# ---- design 1 ----
==> design_1/clocks.png <==
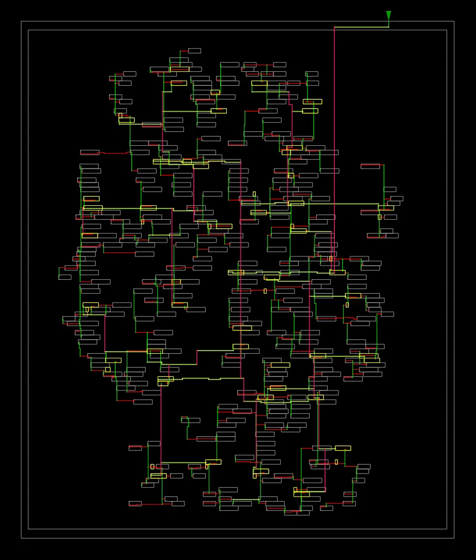

<file path="src/rtl/regfile_2r1w_param.sv">
// rtl/regfile_2r1w_param.sv - parametrised 2-read/1-write register file with byte lanes and clear sweep
//
// Purpose:
//   Operand storage with DEPTH = 2**ADDR_W entries of DATA_W bits. It has one write port
//   with byte-lane enables and two independent registered read ports. Two options are set
//   by parameter: same-cycle write forwarding (BYPASS) and a hardwired-zero entry 0
//   (ZERO_REG). A background sweep clears every entry, one per cycle, without needing a reset.
//
// Ports:
//   clk_i, rst_ni          clock and synchronous active-low reset
//   wr_en_i, wr_addr_i,    write request, address, byte-lane enables and data
//   wr_be_i, wr_data_i
//   wr_ack_o               write accepted this cycle (combinational; low while sweeping)
//   rd1_addr_i/rd1_data_o  read port 1, one-cycle latency
//   rd2_addr_i/rd2_data_o  read port 2, one-cycle latency
//   clr_i                  start a clear sweep (only sampled while idle)
//   busy_o                 sweep in progress
//   done_o                 single-cycle pulse after the last entry is cleared
module regfile_2r1w_param #(
  parameter int unsigned DATA_W   = 16,
  parameter int unsigned ADDR_W   = 4,
  parameter bit          BYPASS   = 1'b1,
  parameter bit          ZERO_REG = 1'b0
) (
  input  logic                  clk_i,
  input  logic                  rst_ni,
  input  logic                  wr_en_i,
  input  logic [ADDR_W-1:0]     wr_addr_i,
  input  logic [DATA_W/8-1:0]   wr_be_i,
  input  logic [DATA_W-1:0]     wr_data_i,
  output logic                  wr_ack_o,
  input  logic [ADDR_W-1:0]     rd1_addr_i,
  output logic [DATA_W-1:0]     rd1_data_o,
  input  logic [ADDR_W-1:0]     rd2_addr_i,
  output logic [DATA_W-1:0]     rd2_data_o,
  input  logic                  clr_i,
  output logic                  busy_o,
  output logic                  done_o
);

  localparam int unsigned DEPTH = 2 ** ADDR_W;
  localparam int unsigned NB    = DATA_W / 8;

  typedef enum logic {S_IDLE, S_SWEEP} state_e;

  state_e              state_q, state_d;
  logic [ADDR_W-1:0]   cnt_q, cnt_d;
  logic                done_q, done_d;
  logic [DATA_W-1:0]   mem_q [DEPTH];
  logic [DATA_W-1:0]   rd1_q, rd1_d;
  logic [DATA_W-1:0]   rd2_q, rd2_d;

  logic                busy;
  logic                wr_ack;
  logic                wr_apply;
  logic [DATA_W-1:0]   be_mask;
  logic [DATA_W-1:0]   wr_merged;

  assign busy     = (state_q == S_SWEEP);
  assign wr_ack   = wr_en_i & ~busy;
  // A write to entry 0 with ZERO_REG set is acknowledged but never stored.
  assign wr_apply = wr_ack & ~(ZERO_REG && (wr_addr_i == '0));

  always_comb begin
    be_mask = '0;
    for (int k = 0; k < NB; k++) begin
      be_mask[8*k +: 8] = {8{wr_be_i[k]}};
    end
  end

  // Value the addressed entry will hold after this edge; this value is also forwarded on bypass.
  assign wr_merged = (mem_q[wr_addr_i] & ~be_mask) | (wr_data_i & be_mask);

  function automatic logic [DATA_W-1:0] read_val(input logic [ADDR_W-1:0] a);
    if (ZERO_REG && (a == '0)) begin
      return '0;
    end else if (BYPASS && wr_apply && (a == wr_addr_i)) begin
      return wr_merged;
    end else begin
      return mem_q[a];
    end
  endfunction

  always_comb begin
    rd1_d = read_val(rd1_addr_i);
    rd2_d = read_val(rd2_addr_i);
  end

  // Sweep FSM: one entry is cleared per cycle, so busy lasts exactly DEPTH cycles.
  always_comb begin
    state_d = state_q;
    cnt_d   = cnt_q;
    done_d  = 1'b0;
    unique case (state_q)
      S_IDLE: begin
        if (clr_i) begin
          state_d = S_SWEEP;
          cnt_d   = '0;
        end
      end
      S_SWEEP: begin
        if (cnt_q == {ADDR_W{1'b1}}) begin
          state_d = S_IDLE;
          cnt_d   = '0;
          done_d  = 1'b1;
        end else begin
          cnt_d = cnt_q + 1'b1;
        end
      end
      default: begin
        state_d = S_IDLE;
        cnt_d   = '0;
      end
    endcase
  end

  always_ff @(posedge clk_i) begin
    if (!rst_ni) begin
      state_q <= S_IDLE;
      cnt_q   <= '0;
      done_q  <= 1'b0;
      rd1_q   <= '0;
      rd2_q   <= '0;
    end else begin
      state_q <= state_d;
      cnt_q   <= cnt_d;
      done_q  <= done_d;
      rd1_q   <= rd1_d;
      rd2_q   <= rd2_d;
    end
  end

  // Writes are blocked while busy, so the sweep and the write port never target the array together.
  always_ff @(posedge clk_i) begin
    if (!rst_ni) begin
      for (int i = 0; i < DEPTH; i++) begin
        mem_q[i] <= '0;
      end
    end else if (busy) begin
      mem_q[cnt_q] <= '0;
    end else if (wr_apply) begin
      mem_q[wr_addr_i] <= wr_merged;
    end
  end

  assign wr_ack_o   = wr_ack;
  assign rd1_data_o = rd1_q;
  assign rd2_data_o = rd2_q;
  assign busy_o     = busy;
  assign done_o     = done_q;

endmodule

</file>
<file path="config.mk">
export PLATFORM = sky130hd
export DESIGN_NAME = regfile_2r1w_param
export DESIGN_NICKNAME = d
export VERILOG_FILES = /design/src/rtl/regfile_2r1w_param.sv
export SDC_FILE = /design/constraint.sdc
export NUM_CORES = 1
export LEC_CHECK = 0
export CORE_ASPECT_RATIO = 1.2
export CORE_MARGIN = 4
export CORE_UTILIZATION = 25
export DETAILED_ROUTE_END_ITERATION = 16
export GPL_TIMING_DRIVEN = 1
export PLACE_DENSITY = 0.43
export SLEW_MARGIN = 15
export SYNTH_ARGS = -nofsm -noshare
export SYNTH_HDL_FRONTEND = slang
export SYNTH_SLANG_ARGS = --single-unit
</file>
<file path="constraint.sdc">
create_clock -name clk_i -period 3.1 [get_ports clk_i]
set_input_delay 0.465 -clock clk_i [delete_from_list [all_inputs] [get_ports clk_i]]
set_output_delay 0.465 -clock clk_i [all_outputs]
set_load 0.1 [all_outputs]
</file>
# ---- design 2 ----
`src/rtl/c_tile_accumulator_if.sv`:
```
// Bundle of the partial-tile input handshake, the completed-tile output
// handshake and the status signals of the C tile accumulator.
interface c_tile_accumulator_if #(
    parameter int M          = 3,
    parameter int DATA_WIDTH = 64
);
    logic                           in_valid;
    logic                           in_ready;
    logic                           in_first;
    logic                           in_last;
    logic [7:0]                     in_rows;
    logic [7:0]                     in_cols;
    logic [DATA_WIDTH*M*M-1:0]      in_tile_flat;
    logic                           out_valid;
    logic                           out_ready;
    logic [DATA_WIDTH*M*M-1:0]      out_tile_flat;
    logic                           out_overflow;
    logic                           busy;
    logic [7:0]                     partial_count;

    // Accumulator side
    modport slave (
        input  in_valid, in_first, in_last, in_rows, in_cols, in_tile_flat, out_ready,
        output in_ready, out_valid, out_tile_flat, out_overflow, busy, partial_count
    );

    // Matmul engine / write-back side
    modport master (
        output in_valid, in_first, in_last, in_rows, in_cols, in_tile_flat, out_ready,
        input  in_ready, out_valid, out_tile_flat, out_overflow, busy, partial_count
    );
endinterface

```
`src/rtl/c_tile_accumulator.sv`:
```
// C tile accumulator: sums partial M x M tiles from the matmul engine one
// element per cycle into a resident accumulator, then offers the finished
// tile to write-back over a valid/ready handshake.
module c_tile_accumulator #(
    parameter int M          = 3,
    parameter int DATA_WIDTH = 64
) (
    input  logic                  clk,
    input  logic                  reset,
    c_tile_accumulator_if.slave   bus
);
    localparam int NUM  = M * M;
    localparam int IDXW = (NUM > 1) ? $clog2(NUM) : 1;
    localparam logic [IDXW-1:0] LAST_IDX = IDXW'(NUM - 1);
    localparam logic [7:0]      M_COUNT  = 8'(M);

    localparam logic [1:0] S_IDLE   = 2'd0;
    localparam logic [1:0] S_ACCUM  = 2'd1;
    localparam logic [1:0] S_OUTPUT = 2'd2;

    logic [1:0]                   r_state;
    logic [IDXW-1:0]              r_idx;
    logic [7:0]                   r_row;
    logic [7:0]                   r_col;
    logic [7:0]                   r_rows;
    logic [7:0]                   r_cols;
    logic                         r_first;
    logic                         r_last;
    logic [DATA_WIDTH-1:0]        r_tile [NUM];
    logic [DATA_WIDTH-1:0]        r_acc  [NUM];
    logic                         r_overflow;
    logic [7:0]                   r_count;

    logic                         w_accept;
    logic                         w_lastElem;
    logic [7:0]                   w_rowsClamped;
    logic [7:0]                   w_colsClamped;
    logic [DATA_WIDTH-1:0]        w_elem;
    logic [DATA_WIDTH-1:0]        w_contrib;
    logic [DATA_WIDTH-1:0]        w_base;
    logic [DATA_WIDTH-1:0]        w_sum;
    logic                         w_overflow;

    assign w_accept      = bus.in_valid && (r_state == S_IDLE);
    assign w_lastElem    = (r_idx == LAST_IDX);
    assign w_rowsClamped = (bus.in_rows > M_COUNT) ? M_COUNT : bus.in_rows;
    assign w_colsClamped = (bus.in_cols > M_COUNT) ? M_COUNT : bus.in_cols;

    // Elements outside the valid rows/cols window contribute nothing; the
    // first tile of a group starts from zero instead of the old contents.
    assign w_elem     = r_tile[r_idx];
    assign w_contrib  = ((r_row < r_rows) && (r_col < r_cols)) ? w_elem : '0;
    assign w_base     = r_first ? '0 : r_acc[r_idx];
    assign w_sum      = w_base + w_contrib;
    assign w_overflow = (w_base[DATA_WIDTH-1] == w_contrib[DATA_WIDTH-1]) &&
                        (w_sum[DATA_WIDTH-1] != w_base[DATA_WIDTH-1]);

    assign bus.in_ready      = (r_state == S_IDLE);
    assign bus.out_valid     = (r_state == S_OUTPUT);
    assign bus.busy          = (r_state != S_IDLE);
    assign bus.out_overflow  = r_overflow;
    assign bus.partial_count = r_count;

    // Flatten the accumulator onto the output bus with the input packing
    always_comb begin
        bus.out_tile_flat = '0;
        for (int e = 0; e < NUM; e++) begin
            bus.out_tile_flat[e*DATA_WIDTH +: DATA_WIDTH] = r_acc[e];
        end
    end

    // Control FSM: accept a tile, walk its elements, then publish or return
    always_ff @(posedge clk or posedge reset) begin
        if (reset) begin
            r_state <= S_IDLE;
        end else begin
            case (r_state)
                S_IDLE:   if (w_accept) r_state <= S_ACCUM;
                S_ACCUM:  if (w_lastElem) r_state <= r_last ? S_OUTPUT : S_IDLE;
                S_OUTPUT: if (bus.out_ready) r_state <= S_IDLE;
                default:  r_state <= S_IDLE;
            endcase
        end
    end

    // Capture the offered tile and its qualifiers at acceptance
    always_ff @(posedge clk or posedge reset) begin
        if (reset) begin
            r_first <= 1'b0;
            r_last  <= 1'b0;
            r_rows  <= '0;
            r_cols  <= '0;
            for (int e = 0; e < NUM; e++) begin
                r_tile[e] <= '0;
            end
        end else if (w_accept) begin
            r_first <= bus.in_first;
            r_last  <= bus.in_last;
            r_rows  <= w_rowsClamped;
            r_cols  <= w_colsClamped;
            for (int e = 0; e < NUM; e++) begin
                r_tile[e] <= bus.in_tile_flat[e*DATA_WIDTH +: DATA_WIDTH];
            end
        end
    end

    // Element walker: linear index plus row/col kept alongside to avoid a divider
    always_ff @(posedge clk or posedge reset) begin
        if (reset) begin
            r_idx <= '0;
            r_row <= '0;
            r_col <= '0;
        end else if (w_accept) begin
            r_idx <= '0;
            r_row <= '0;
            r_col <= '0;
        end else if (r_state == S_ACCUM) begin
            r_idx <= r_idx + 1'b1;
            if (r_col == M_COUNT - 8'd1) begin
                r_col <= '0;
                r_row <= r_row + 8'd1;
            end else begin
                r_col <= r_col + 8'd1;
            end
        end
    end

    // Group bookkeeping: saturating partial count and sticky overflow
    always_ff @(posedge clk or posedge reset) begin
        if (reset) begin
            r_count    <= '0;
            r_overflow <= 1'b0;
        end else if (w_accept) begin
            if (bus.in_first) begin
                r_count    <= 8'd1;
                r_overflow <= 1'b0;
            end else if (r_count != 8'd255) begin
                r_count <= r_count + 8'd1;
            end
        end else if ((r_state == S_ACCUM) && w_overflow) begin
            r_overflow <= 1'b1;
        end
    end

    // Accumulate one element per cycle, wrapping at the element width
    always_ff @(posedge clk or posedge reset) begin
        if (reset) begin
            for (int e = 0; e < NUM; e++) begin
                r_acc[e] <= '0;
            end
        end else if (r_state == S_ACCUM) begin
            r_acc[r_idx] <= w_sum;
        end
    end
endmodule

```
`src/flat_wrapper.sv`:
```
// flat-port wrapper written by rule: the top's interface ports become plain ports
module c_tile_accumulator_flat 
#(
    parameter int M          = 3,
    parameter int DATA_WIDTH = 64
)
  (clk, reset, bus_in_valid, bus_in_first, bus_in_last, bus_in_rows, bus_in_cols, bus_in_tile_flat, bus_out_ready, bus_in_ready, bus_out_valid, bus_out_tile_flat, bus_out_overflow, bus_busy, bus_partial_count);
  c_tile_accumulator_if #(.M(M), .DATA_WIDTH(DATA_WIDTH)) bus_i ();
  input  logic clk;
  input  logic reset;
  input wire logic [$bits(bus_i.in_valid)-1:0] bus_in_valid;
  input wire logic [$bits(bus_i.in_first)-1:0] bus_in_first;
  input wire logic [$bits(bus_i.in_last)-1:0] bus_in_last;
  input wire logic [$bits(bus_i.in_rows)-1:0] bus_in_rows;
  input wire logic [$bits(bus_i.in_cols)-1:0] bus_in_cols;
  input wire logic [$bits(bus_i.in_tile_flat)-1:0] bus_in_tile_flat;
  input wire logic [$bits(bus_i.out_ready)-1:0] bus_out_ready;
  output wire logic [$bits(bus_i.in_ready)-1:0] bus_in_ready;
  output wire logic [$bits(bus_i.out_valid)-1:0] bus_out_valid;
  output wire logic [$bits(bus_i.out_tile_flat)-1:0] bus_out_tile_flat;
  output wire logic [$bits(bus_i.out_overflow)-1:0] bus_out_overflow;
  output wire logic [$bits(bus_i.busy)-1:0] bus_busy;
  output wire logic [$bits(bus_i.partial_count)-1:0] bus_partial_count;
  assign bus_i.in_valid = bus_in_valid;
  assign bus_i.in_first = bus_in_first;
  assign bus_i.in_last = bus_in_last;
  assign bus_i.in_rows = bus_in_rows;
  assign bus_i.in_cols = bus_in_cols;
  assign bus_i.in_tile_flat = bus_in_tile_flat;
  assign bus_i.out_ready = bus_out_ready;
  assign bus_in_ready = bus_i.in_ready;
  assign bus_out_valid = bus_i.out_valid;
  assign bus_out_tile_flat = bus_i.out_tile_flat;
  assign bus_out_overflow = bus_i.out_overflow;
  assign bus_busy = bus_i.busy;
  assign bus_partial_count = bus_i.partial_count;
  c_tile_accumulator #(.M(M), .DATA_WIDTH(DATA_WIDTH)) u_core (.clk(clk), .reset(reset), .bus(bus_i));
endmodule
```
`config.mk`:
```
export PLATFORM = sky130hd
export DESIGN_NAME = c_tile_accumulator_flat
export DESIGN_NICKNAME = d
export VERILOG_FILES = /design/src/rtl/c_tile_accumulator_if.sv /design/src/rtl/c_tile_accumulator.sv /design/src/flat_wrapper.sv
export SDC_FILE = /design/constraint.sdc
export NUM_CORES = 2
export LEC_CHECK = 0
export ABC_AREA = 1
export CAP_MARGIN = 20
export CORE_AREA = 3 3 464 466
export CTS_CLUSTER_DIAMETER = 80
export DETAILED_ROUTE_END_ITERATION = 12
export DIE_AREA = 0 0 467 469
export GPL_ROUTABILITY_DRIVEN = 1
export GPL_TIMING_DRIVEN = 1
export SETUP_SLACK_MARGIN = 0.5
export SLEW_MARGIN = 20
export SYNTH_ARGS = -nofsm -noshare
export SYNTH_HDL_FRONTEND = slang
export SYNTH_SLANG_ARGS = --single-unit
```
`constraint.sdc`:
```
create_clock -name clk -period 127.7 [get_ports clk]
set_input_delay 25.54 -clock clk [delete_from_list [all_inputs] [get_ports clk]]
set_output_delay 25.54 -clock clk [all_outputs]
set_load 0.05 [all_outputs]
```
# ---- design 3 ----
## src/rtl/rr_grant_ctl.sv

```systemverilog
// rtl/rr_grant_ctl.sv - round-robin grant controller with a dead cycle between owners.
// Optional hold-time watchdog enabled by defining RR_GRANT_TIMEOUT_EN.
module rr_grant_ctl #(
    parameter int N        = 4,
    parameter int IW       = 2,
    parameter int MAX_HOLD = 16
) (
    input  logic          clk,
    input  logic          rst,
    input  logic [N-1:0]  req,
    input  logic [N-1:0]  done,
    output logic [N-1:0]  gnt,
    output logic          gnt_stb,
    output logic [IW-1:0] owner,
    output logic          busy,
    output logic          timeout
);

    typedef enum logic [1:0] {
        ST_IDLE    = 2'd0,
        ST_GRANT   = 2'd1,
        ST_RELEASE = 2'd2
    } state_t;

    localparam logic [N-1:0] ONE = {{(N-1){1'b0}}, 1'b1};

    generate
        if (N < 2 || N > 8 || IW != $clog2(N) || MAX_HOLD < 2 || MAX_HOLD > 255) begin : g_param_check
            $error("rr_grant_ctl: illegal parameter combination");
        end
    endgenerate

    state_t        state_q, state_d;
    logic [IW-1:0] ptr_q, ptr_d;
    logic [IW-1:0] owner_q, owner_d;
    logic [N-1:0]  gnt_q, gnt_d;
    logic          gnt_stb_q, gnt_stb_d;
    logic          busy_q, busy_d;

    logic          win_found;
    logic [IW-1:0] win_idx;
    logic [IW-1:0] ptr_next;
    logic          rel_req;
    logic          hold_expire;

`ifdef RR_GRANT_TIMEOUT_EN
    localparam logic [7:0] HOLD_LIMIT = 8'(MAX_HOLD - 1);
    logic [7:0] hold_q, hold_d;
    logic       timeout_q, timeout_d;

    assign hold_expire = (state_q == ST_GRANT) && (hold_q == HOLD_LIMIT);
    assign timeout     = timeout_q;
`else
    assign hold_expire = 1'b0;
    assign timeout     = 1'b0;
`endif

    // Rotating-priority search starting at ptr; first requester found wins.
    always_comb begin
        int            idx;
        logic [IW-1:0] sel;
        win_found = 1'b0;
        win_idx   = '0;
        idx       = 0;
        sel       = '0;
        for (int i = 0; i < N; i++) begin
            idx = int'(ptr_q) + i;
            if (idx >= N) begin
                idx = idx - N;
            end
            sel = IW'(idx);
            if (!win_found && req[sel]) begin
                win_found = 1'b1;
                win_idx   = sel;
            end
        end
    end

    assign rel_req  = done[owner_q] | ~req[owner_q];
    assign ptr_next = (owner_q == IW'(N - 1)) ? '0 : owner_q + IW'(1);

    always_ff @(posedge clk or posedge rst) begin
        if (rst) begin
            state_q   <= ST_IDLE;
            ptr_q     <= '0;
            owner_q   <= '0;
            gnt_q     <= '0;
            gnt_stb_q <= 1'b0;
            busy_q    <= 1'b0;
`ifdef RR_GRANT_TIMEOUT_EN
            hold_q    <= '0;
            timeout_q <= 1'b0;
`endif
        end else begin
            state_q   <= state_d;
            ptr_q     <= ptr_d;
            owner_q   <= owner_d;
            gnt_q     <= gnt_d;
            gnt_stb_q <= gnt_stb_d;
            busy_q    <= busy_d;
`ifdef RR_GRANT_TIMEOUT_EN
            hold_q    <= hold_d;
            timeout_q <= timeout_d;
`endif
        end
    end

    always_comb begin
        state_d = state_q;
        ptr_d   = ptr_q;
        case (state_q)
            ST_IDLE: begin
                if (win_found) begin
                    state_d = ST_GRANT;
                end
            end
            ST_GRANT: begin
                if (rel_req || hold_expire) begin
                    state_d = ST_RELEASE;
                    ptr_d   = ptr_next;
                end
            end
            ST_RELEASE: begin
                state_d = win_found ? ST_GRANT : ST_IDLE;
            end
            default: begin
                state_d = ST_IDLE;
            end
        endcase
    end

    // Outputs are computed one cycle ahead from the next state and registered.
    always_comb begin
        owner_d   = owner_q;
        gnt_d     = '0;
        gnt_stb_d = 1'b0;
        busy_d    = (state_d != ST_IDLE);
`ifdef RR_GRANT_TIMEOUT_EN
        hold_d    = hold_q;
        timeout_d = 1'b0;
`endif
        if (state_d == ST_GRANT && state_q != ST_GRANT) begin
            owner_d   = win_idx;
            gnt_d     = ONE << win_idx;
            gnt_stb_d = 1'b1;
`ifdef RR_GRANT_TIMEOUT_EN
            hold_d    = '0;
`endif
        end else if (state_d == ST_GRANT) begin
            gnt_d = gnt_q;
`ifdef RR_GRANT_TIMEOUT_EN
            hold_d = hold_q + 8'd1;
`endif
        end
`ifdef RR_GRANT_TIMEOUT_EN
        // A genuine release in the limit cycle wins over the watchdog.
        if (state_q == ST_GRANT && state_d == ST_RELEASE && !rel_req) begin
            timeout_d = 1'b1;
        end
`endif
    end

    assign gnt     = gnt_q;
    assign gnt_stb = gnt_stb_q;
    assign owner   = owner_q;
    assign busy    = busy_q;

endmodule

```

## config.mk

```make
export PLATFORM = sky130hd
export DESIGN_NAME = rr_grant_ctl
export DESIGN_NICKNAME = d
export VERILOG_FILES = /design/src/rtl/rr_grant_ctl.sv
export SDC_FILE = /design/constraint.sdc
export NUM_CORES = 1
export LEC_CHECK = 0
export CAP_MARGIN = 20
export CORE_AREA = 8 8 46 48
export CTS_BUF_LIST = sky130_fd_sc_hd__clkbuf_8 sky130_fd_sc_hd__clkbuf_16
export DETAILED_ROUTE_END_ITERATION = 8
export DIE_AREA = 0 0 54 56
export MAX_ROUTING_LAYER = met4
export PLACE_DENSITY_LB_ADDON = 0.05
export SLEW_MARGIN = 20
export SYNTH_ARGS = -nofsm -noshare
export SYNTH_HDL_FRONTEND = slang
export SYNTH_SLANG_ARGS = --single-unit
export TNS_END_PERCENT = 20
```

## constraint.sdc

```tcl
create_clock -name clk -period 2.93 [get_ports clk]
set_input_delay 0.879 -clock clk [delete_from_list [all_inputs] [get_ports clk]]
set_output_delay 0.879 -clock clk [all_outputs]
set_load 0.01 [all_outputs]
```

# ---- design 4 ----
<file path="config.mk">
export PLATFORM = sky130hd
export DESIGN_NAME = baccarat_dealer
export DESIGN_NICKNAME = d
export VERILOG_FILES = /design/src/rtl/baccarat_pkg.sv /design/src/rtl/baccarat_banker_rule.sv /design/src/rtl/baccarat_dealer.sv
export SDC_FILE = /design/constraint.sdc
export NUM_CORES = 1
export LEC_CHECK = 0
export CAP_MARGIN = 20
export CORE_MARGIN = 4
export CORE_UTILIZATION = 50
export DETAILED_ROUTE_END_ITERATION = 6
export DONT_BUFFER_PORTS = 1
export MAX_ROUTING_LAYER = met4
export SLEW_MARGIN = 10
export SYNTH_ARGS = -nofsm -noshare
export SYNTH_HDL_FRONTEND = slang
export SYNTH_HIERARCHICAL = 1
export SYNTH_SLANG_ARGS = --single-unit
</file>
<file path="constraint.sdc">
create_clock -name slow_clock -period 11.3 [get_ports slow_clock]
set_input_delay 1.695 -clock slow_clock [delete_from_list [all_inputs] [get_ports slow_clock]]
set_output_delay 1.695 -clock slow_clock [all_outputs]
set_load 0.05 [all_outputs]
</file>
<file path="src/rtl/baccarat_pkg.sv">
// Shared types and helpers for the baccarat dealer.
// Optional build macro: BACCARAT_CARD_FILTER_EN (see baccarat_dealer).
package baccarat_pkg;

   typedef logic [3:0] card_t;

   typedef enum logic [3:0] {
      IDLE,
      P1,
      B1,
      P2,
      B2,
      EVAL,
      P3,
      B3,
      DONE
   } dealer_state_t;

   localparam logic [3:0] NATURAL_MIN = 4'd8;
   localparam logic [3:0] DRAW_MAX    = 4'd5;

   function automatic logic [3:0] card_points(input card_t c);
      return (c >= 4'd10) ? 4'd0 : c;
   endfunction

   // Hand value: sum of up to three card points, reduced mod 10 (max 27).
   function automatic logic [3:0] hand_score(
      input card_t a,
      input card_t b,
      input card_t c
   );
      logic [4:0] s;
      s = {1'b0, card_points(a)}
        + {1'b0, card_points(b)}
        + {1'b0, card_points(c)};
      if (s >= 5'd20)
         s = s - 5'd20;
      else if (s >= 5'd10)
         s = s - 5'd10;
      return s[3:0];
   endfunction

endpackage

</file>
<file path="src/rtl/baccarat_banker_rule.sv">
// Banker third-card decision once the player has drawn a third card.
// Purely combinational; v is the point value of the player's third card.
module baccarat_banker_rule
   import baccarat_pkg::*;
(
   input  logic [3:0] dscore,
   input  logic [3:0] pcard3_points,
   output logic       banker_draws
);

   logic [3:0] v;
   assign v = pcard3_points;

   always_comb begin
      banker_draws = 1'b0;
      unique case (1'b1)
         (dscore <= 4'd2): banker_draws = 1'b1;
         (dscore == 4'd3): banker_draws = (v != 4'd8);
         (dscore == 4'd4): banker_draws = (v >= 4'd2) && (v <= 4'd7);
         (dscore == 4'd5): banker_draws = (v >= 4'd4) && (v <= 4'd7);
         (dscore == 4'd6): banker_draws = (v >= 4'd6) && (v <= 4'd7);
         default:          banker_draws = 1'b0;
      endcase
   end

endmodule

</file>
<file path="src/rtl/baccarat_dealer.sv">
// Sequential baccarat round dealer: pulls cards, applies drawing rules, flags winner.
// Build macro BACCARAT_CARD_FILTER_EN: discard handshaked ranks 0 and 14..15.
module baccarat_dealer
   import baccarat_pkg::*;
(
   input  logic       slow_clock,
   input  logic       reset,
   input  logic       start,
   input  logic       card_valid,
   input  logic [3:0] card_in,
   output logic       card_req,
   output logic [3:0] pcard1,
   output logic [3:0] pcard2,
   output logic [3:0] pcard3,
   output logic [3:0] dcard1,
   output logic [3:0] dcard2,
   output logic [3:0] dcard3,
   output logic [3:0] pscore,
   output logic [3:0] dscore,
   output logic       player_win,
   output logic       dealer_win,
   output logic       busy,
   output logic       done
);

   dealer_state_t state, state_n;
   logic          clr;
   logic          wr;
   logic          card_ok;
   logic          banker_draws;
   logic [3:0]    p3_points;

`ifdef BACCARAT_CARD_FILTER_EN
   assign card_ok = (card_in >= 4'd1) && (card_in <= 4'd13);
`else
   assign card_ok = 1'b1;
`endif

   assign pscore = hand_score(pcard1, pcard2, pcard3);
   assign dscore = hand_score(dcard1, dcard2, dcard3);

   // Decided in the P3 cycle from the incoming card, before it lands in pcard3.
   assign p3_points = card_points(card_in);

   baccarat_banker_rule u_rule (
      .dscore        (dscore),
      .pcard3_points (p3_points),
      .banker_draws  (banker_draws)
   );

   always_ff @(posedge slow_clock) begin
      if (reset) begin
         state  <= IDLE;
         pcard1 <= '0;
         pcard2 <= '0;
         pcard3 <= '0;
         dcard1 <= '0;
         dcard2 <= '0;
         dcard3 <= '0;
      end else begin
         state <= state_n;
         if (clr) begin
            pcard1 <= '0;
            pcard2 <= '0;
            pcard3 <= '0;
            dcard1 <= '0;
            dcard2 <= '0;
            dcard3 <= '0;
         end else if (wr) begin
            case (state)
               P1:      pcard1 <= card_in;
               B1:      dcard1 <= card_in;
               P2:      pcard2 <= card_in;
               B2:      dcard2 <= card_in;
               P3:      pcard3 <= card_in;
               B3:      dcard3 <= card_in;
               default: ;
            endcase
         end
      end
   end

   always_comb begin
      state_n  = state;
      card_req = 1'b0;
      clr      = 1'b0;
      wr       = 1'b0;
      case (state)
         IDLE, DONE: begin
            if (start) begin
               clr     = 1'b1;
               state_n = P1;
            end
         end
         P1, B1, P2, B2, P3, B3: begin
            card_req = 1'b1;
            if (card_valid && card_ok) begin
               wr = 1'b1;
               case (state)
                  P1:      state_n = B1;
                  B1:      state_n = P2;
                  P2:      state_n = B2;
                  B2:      state_n = EVAL;
                  P3:      state_n = banker_draws ? B3 : DONE;
                  default: state_n = DONE;
               endcase
            end
         end
         EVAL: begin
            if ((pscore >= NATURAL_MIN) || (dscore >= NATURAL_MIN))
               state_n = DONE;
            else if (pscore <= DRAW_MAX)
               state_n = P3;
            else if (dscore <= DRAW_MAX)
               state_n = B3;
            else
               state_n = DONE;
         end
         default: state_n = IDLE;
      endcase
   end

   assign busy       = (state != IDLE) && (state != DONE);
   assign done       = (state == DONE);
   assign player_win = done && (pscore >= dscore);
   assign dealer_win = done && (dscore >= pscore);

endmodule
</file>

==> notes/layouts.md <==
Pictures saved along the way, in no particular order.

Routed metal, one color a layer.
Plate I
Drawn at 1 px/µm.
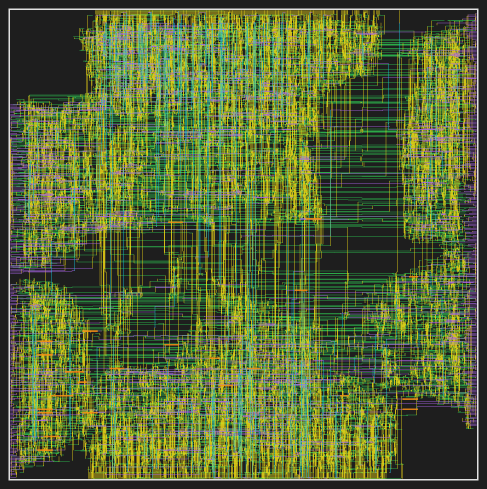
Plate II
Drawn at 1 px/µm.
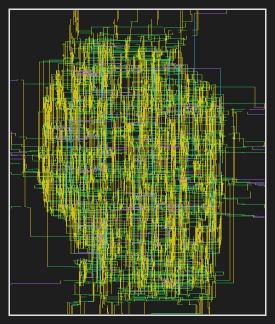
Plate III
Drawn at 4 px/µm.
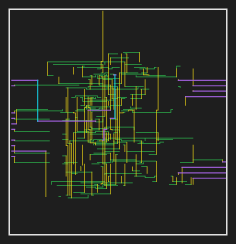
Plate IV
Drawn at 4 px/µm.
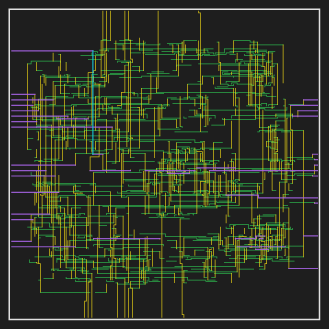
- smallest die: Plate III
- most wire: Plate I
design 1 -> Plate II
design 2 -> Plate I
design 3 -> Plate III
design 4 -> Plate IV

==> design_3/layer_met3.png <==
Drawn at 8 px/µm.
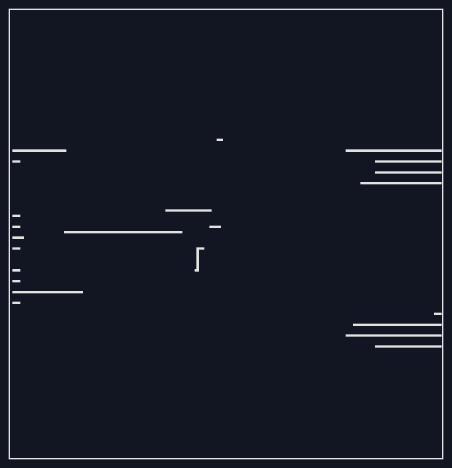
share of all routed wire: 8.7%
longest straight run: 14.5 µm
nets with wire on the layer: 21
wire length on this layer: 115 µm
main direction: horizontal
global routing met3 resource utilization: 0.0267
via total after detailed routing: 506
final WL: 1330 µm

==> results.ini, design 3 <==
[finish]
non_clock_buffer_contribution_to_total_cell_area = 0.217
final_design_utilization = 0.594
n_clock_buffer = 3
fillCellCount = 132
seq_area_frac = 0.352
comb_cells = 40
synthToLayoutAreaGrowth_pct = 38.1
post_route_cells_drive_above_1_share = 0.154

[worst_setup_path]
crit_path_start_kind = input pin
critPathSlowestCell = or4_4
critical_path.max_fanout = 5
largest_stage_delay_on_the_critical_path_ns = 0.51
worst-setup-path-type = input pin to flop

[yosys]
syn_avg_cell_area_um2 = 10.7
ys_warn_count = 0

[floorplan]
die_h_um = 56
core.rowCount = 14

[cts]
clk_pin_slew_worst_paths_ns = 0.05
cts-buffers-inserted = 3

[grt]
grt_first_pass_wirelength_um = 2240

[routing]
routed_via_density = 5.38

[run_status]
status = finished clean

[min_path]
holdCritStartpoint = gnt[0]

[job]
maxCapViolCount = 0

[place]
dp_hpwl_um = 1030

[timing]
unrepaired_setup_endpoints_after_global_routing = false

design 3: worst register-to-register path, delay by kind of cell (launching register included):
family	cells	cell delay (ns)
flops	1	0.46
mux	1	0.29
simple gates	3	1.04
design 3: path summary, 6_finish.rpt:
check | to | slack, ns | cells past startpoint
hold / removal | gnt[0] | 0.49 | 1
setup / recovery | ptr_q[1] | 0.42 | 5
hold reg to reg | gnt[0] | 0.49 | 1
min in group asynchronous | busy | 0.95 | 2
setup reg to reg | ptr_q[1] | 1.03 | 4
max in group asynchronous | owner[1] | 1.67 | 2
design 3: synth_stat cells (all sizes together):
library cell	instances
dfrtp	12
inv	4
nand2b	4
or2	4
a21oi	3
nand2	3
o21ai	3
a22o	2
and4bb	2
nor2b	2
o2bb2ai	2
a21o	1
a311oi	1
and4b	1
buf	1
clkbuf	1
conb	1
ha	1
mux2	1
mux2i	1
nor2	1
nor3	1
nor4	1
nor4b	1
o22ai	1
o31ai	1
or2b	1
or4	1
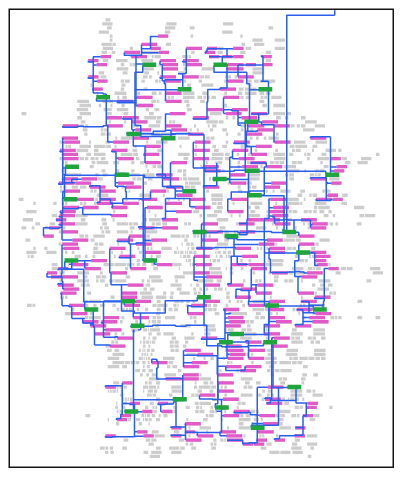
(design_1/clk_routes.png)
Drawn at 1.5 px/µm.
[magenta] flip-flops | count: 312
[blue] clock wires | length: 4890 µm
[green] clock drivers | count: 36
routed clock nets: 37

About design_1/clocks.png:
tally of clock buffers in the finished layout: 45
Max Clock Skew: 0.0268 ns
number of clock sinks seen by CTS: 312

==> results.ini, design 1 <==
[run_status]
status = finished clean

[floorplan]
die_h_um = 304
number_of_tapcells = 935

[finish]
comb_area_share = 0.387
fillCellCount = 7190
layout.cells.non_filler = 2412
seq_area_frac = 0.395
layout.nets = 1486
buffers = 215
commonest_cells_after_routing_fill_and_taps_aside = 256 x edfxtp_1, 193 x mux2i_1, 138 x nor3_1, 128 x mux4_2

[place]
port-buffer-count = 68

[yosys]
enable_flop_cells = 256
common_cells = 256 x edfxtp_1, 193 x mux2i_1, 138 x nor3_1, 128 x mux4_2, 125 x nor4_1
post-synth-top-count-cell = edfxtp_1
synthDistinctLibCells = 50
synth_top_area_share = 0.420
synthDominantAreaCellType = edfxtp_1

[routing]
route.detailed.wl_per_inst_um = 29.6
drc_errors = 0

[worst_setup_path]
r2r_slack_ns = 0.76
endpoint_kind = flop
critical_path.max_fanout = 23
required_ns = 3.41

[cts]
cts-resized-gates = 0
htreeDepth = 2
cts_hold_buf = 0
clock-root-buffer = clkbuf_16
cts_tree = yes

[timing]
final.hold.worst_slack_ns = 0.411
timing.final.crit_share = 0.783
hold_viol_final = 0

[grt]
grt_antenna_before_repair = 0

[job]
warnings = 27

design 1: final timing paths:
| path | start | endpoint | depth (start not counted) |
|---|---|---|---|
| min reg2reg | cnt_q[0] | cnt_q[0] | 2 |
| min | rd2_addr_i[1] | flop | 4 |
| max | wr_addr_i[2] | mem_q[10][0] | 8 |
| max reg2reg | busy_o | mem_q[11][8] | 5 |
design 1: kinds of logic (layout without fill, tap and decap cells):
group / count (synthesis) / count (layout) / share of synthesized area
and+or+nand+nor: 363 / 363 / 0.116
DFF: 312 / 312 / 0.481
xor gates and xnor gates: 8 / 8 / 0.00383
muxes: 354 / 354 / 0.283
adders and majority gates: 1 / 1 / 0.000684
AOI/OAI and AO/OA: 159 / 159 / 0.0630
buffers and inverters: 153 / 280 / 0.0513
design 1: metal layers:
layer	routed length, µm	vias up	GRT usage	share of wire
met5	0	-	0	0
li1	-	5762	-	-
met4	2820	0	0.0694	0.039
met2	36800	498	0.321	0.52
met3	3660	152	0.0248	0.051
met1	28000	6902	0.226	0.39
design 1: worst max-delay path, stage by stage:
cell and delay, ns:
clkdlybuf4s50_1 0.64, nor2b_4 0.24, buf_12 0.18, buf_12 0.19, a22oi_1 0.22, a21oi_2 0.08, buf_4 0.22, nor4_1 0.46
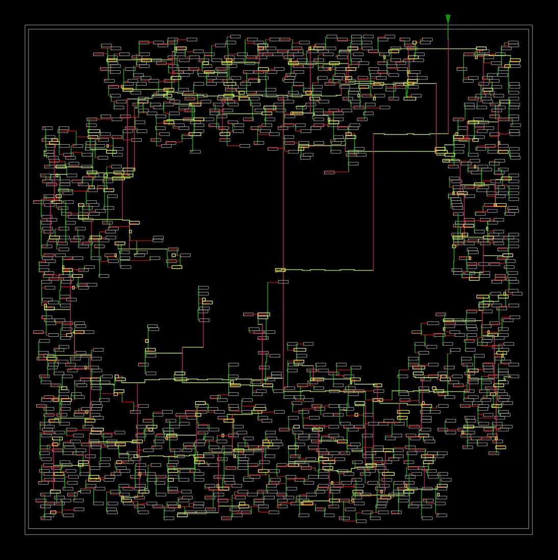
(design_2/clocks.png)
number of buffers added by the clock tree synthesis step: 145
clk latency late pin: 0.86 ns
number of clock sinks seen by CTS: 1201

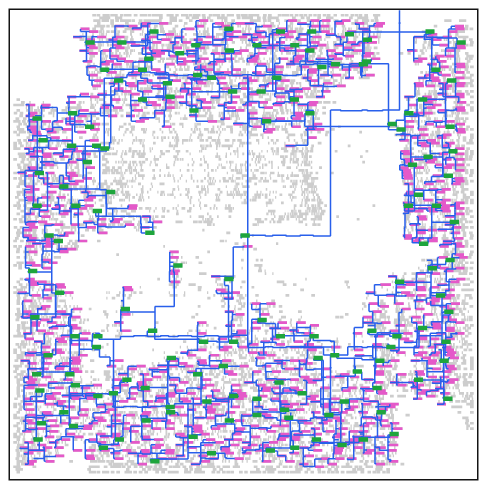
(design_2/clk_routes.png)
Drawn at 1 px/µm.
[magenta] flip-flops | count: 1201
[green] clock drivers | count: 145
[blue] clock wires | length: 17800 µm
flops lie: spread over the die
Max Clock Skew: 0.0568 ns

==> results.ini, design 2 <==
[yosys]
synth-seq-area-share = 0.494
enable_flop_cells = 0
yosys-stat-cells = 8168

[finish]
commonest_cells_after_routing_fill_and_taps_aside = 3572 x nand2_1, 1197 x dfrtp_1, 1185 x clkdlybuf4s50_1, 599 x o21ai_0, 549 x nor2_1
antenna_cells_inserted = 72
area_share_clock_buf_inv = 0.0624
layout.cells.non_filler = 12100
comb_cells = 6063

[timing]
timing.final.crit_share = 0.229

[worst_setup_path]
critical_path.startpoint = reset

[run_status]
status = finished clean

[routing]
drc_errors = 0

[place]
preCtsSetupSlack_ns = 97.50

[grt]
grt_util_all_layers = 0.294

[cts]
cts_hold_buf = 0

[job]
maxCapViolCount = 0

## design 2: routing by layer
layer  up-vias  share of wire
li1      28300              -
met1     31000           0.42
met2      3530           0.43
met3       640          0.097
met4        46          0.052
met5         -        0.00089
## design 2: synthesized netlist by cell type, types with 5 or more instances
cell type	n	share of area
a211oi_1	29	0.0036
a21oi_1	231	0.019
a221oi_1	18	0.0026
a22oi_1	40	0.0049
a311oi_1	5	0.00072
a32o_1	19	0.0031
a41oi_1	32	0.0046
buf_1	38	0.0023
buf_2	114	0.0094
buf_4	6	0.00074
clkbuf_1	321	0.020
dfrtp_1	1201	0.49
ha_1	85	0.017
inv_1	401	0.025
inv_2	18	0.0011
nand2_1	3573	0.22
nand2_2	13	0.0013
nand3_1	459	0.038
nand3_2	8	0.0013
nand3b_2	10	0.0019
nand4_1	12	0.0012
nor2_1	550	0.034
nor2_2	10	0.0010
nor3_1	44	0.0036
o211ai_1	10	0.0012
o21ai_0	599	0.049
o21ai_1	97	0.0080
o21bai_1	7	0.00086
o221ai_1	96	0.014
o22ai_1	52	0.0054
xnor2_1	26	0.0037
## design 2: tightest hold or removal path, stage by stage, from the launching register on
cell,delay [ns]
dfrtp_1,0.34
nand2_1,0.05
nand2_1,0.05
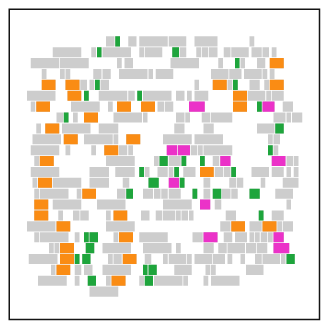
(design_4/logic_types.png)
Drawn at 4 px/µm.
| color | family | cells |
|---|---|---|
| magenta | AND-OR and OR-AND gates | 11 |
| orange | multiplexers | 32 |
| green | NAND gates | 35 |

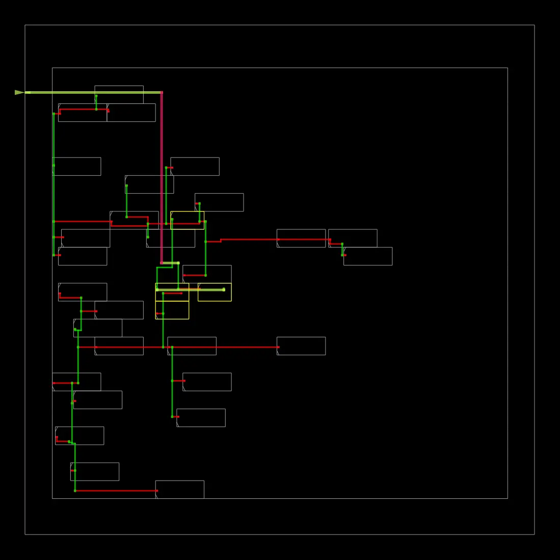
(design_4/clocks.png)
clk latency late pin: 0.26 ns
number of buffers added by the clock tree synthesis step: 3
tally of clock buffers in the finished layout: 4

==> results.ini, design 4 <==
[run_status]
status = finished clean

[grt]
grt_first_pass_wirelength_um = 9170
maximum_number_of_pins_on_one_net_before_global_route_repair = 25

[floorplan]
die-area_um2 = 5960
placeableCoreArea_um2 = 4500

[finish]
layout.nets = 326
final_design_utilization = 0.554
layout_top_cell = nor2_1

[timing]
setup_viol_count_final = 0
setup_slack_ns = 4.01
hold_viol_final = 0
final.setup.tns_ns = 0
timing.final.crit_share = 0.645
fin_worst_skew_ns = 0.00115

[worst_setup_path]
critical_path.cell_chain = o21ai_0 -> and2_1 -> fa_1 -> ha_1 -> inv_1 -> fa_1 -> inv_1 -> ha_1 -> inv_1 -> o311ai_0 -> mux2i_1 -> o21bai_1 -> buf_4 -> inv_1 -> ha_1 -> nand2_1 -> nor2_1 -> a221o_1 -> a21oi_1
r2r_cells = 19
critical_path.startpoint = pcard1[3]
regToRegEndpoint = state[0]
rr_startpoint = dcard2[1]

[routing]
routed_via_density = 5.67
number_of_optimization_iterations_in_the_first_detailed_route_pass = 5
wirelength_met1_um = 2630
route.met2.wl_um = 2270

[cts]
tritoncts_num_sinks = 28
clk_pin_slew_worst_paths_ns = 0.09
cts_setup_buffers = 0
htreeDepth = 1

[yosys]
syn_nets = 329
synthDistinctLibCells = 47
async_reset_ff_frac = 0
yosys_most_used_dff = dfxtp_1
synthesis.area_um2 = 2390
post-synth-top-count-cell = nor2_1

[min_path]
worstHoldPathCells = 2

design 4: cell families (layout without fill, tap and decap cells):
kind of cell               Yosys count  in the layout  synth area share
AOI/OAI and AO/OA                   50             50             0.145
buffers and inverters               40             36            0.0627
xor gates and xnor gates             6              6            0.0251
muxes                               32             32             0.134
adders and majority gates           26             26             0.167
DFF                                 28             28             0.234
and+or+nand+nor                    114            114             0.233
design 4: flip-flops by register name (all words and copies together), names as in the netlist:
name,cells
pcard2,4
state,4
pcard1,4
dcard3,4
dcard2,4
dcard1,4
pcard3,4
design 4: through the flow:
| stage | std cells | hold WS, ns |
|---|---|---|
| final | 344 | 0.688 |
| after global routing | 344 | 0.762 |
| after CTS | 344 | 0.689 |
| after detailed placement | 340 | 0.670 |
| after global placement | 340 | 0.665 |
| after floorplan | 296 | 0.696 |
design 4: final cells by class:
type / instances / area [µm²]
Fill cell: 425 / 2010
Timing Repair Buffer: 3 / 22.5
Tap cell: 52 / 65.1
Multi-Input combinational cell: 228 / 1680
Clock buffer: 4 / 55.1
Inverter: 29 / 109
Sequential cell: 28 / 561


## Gallery

M3 wires.
picture 1
Drawn at 6 px/µm.
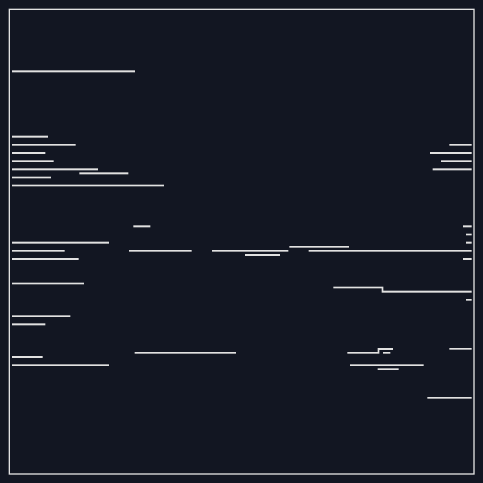
picture 2
Drawn at 1 px/µm.
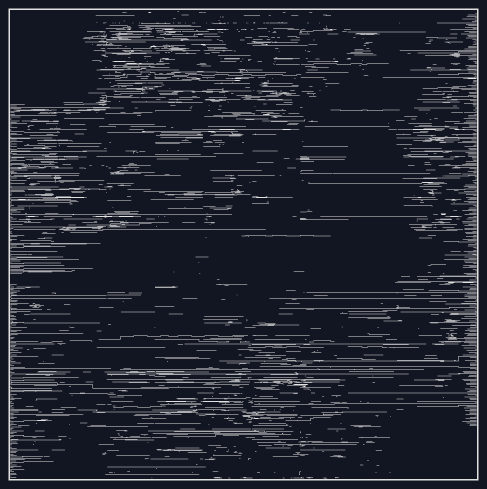
picture 3
Drawn at 1.5 px/µm.
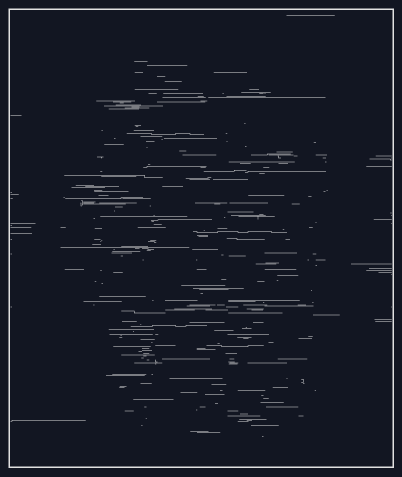
Design 2 is picture 2.
Design 1 is picture 3.
Design 4 is picture 1.
The one with the smallest die is picture 1.
The one with the largest die is picture 2.

Key to picture 2:
wire length on this layer: 32.5 mm
nets with wire on the layer: 1414
main direction: horizontal
longest straight run: 304 µm
share of all routed wire: 9.7%

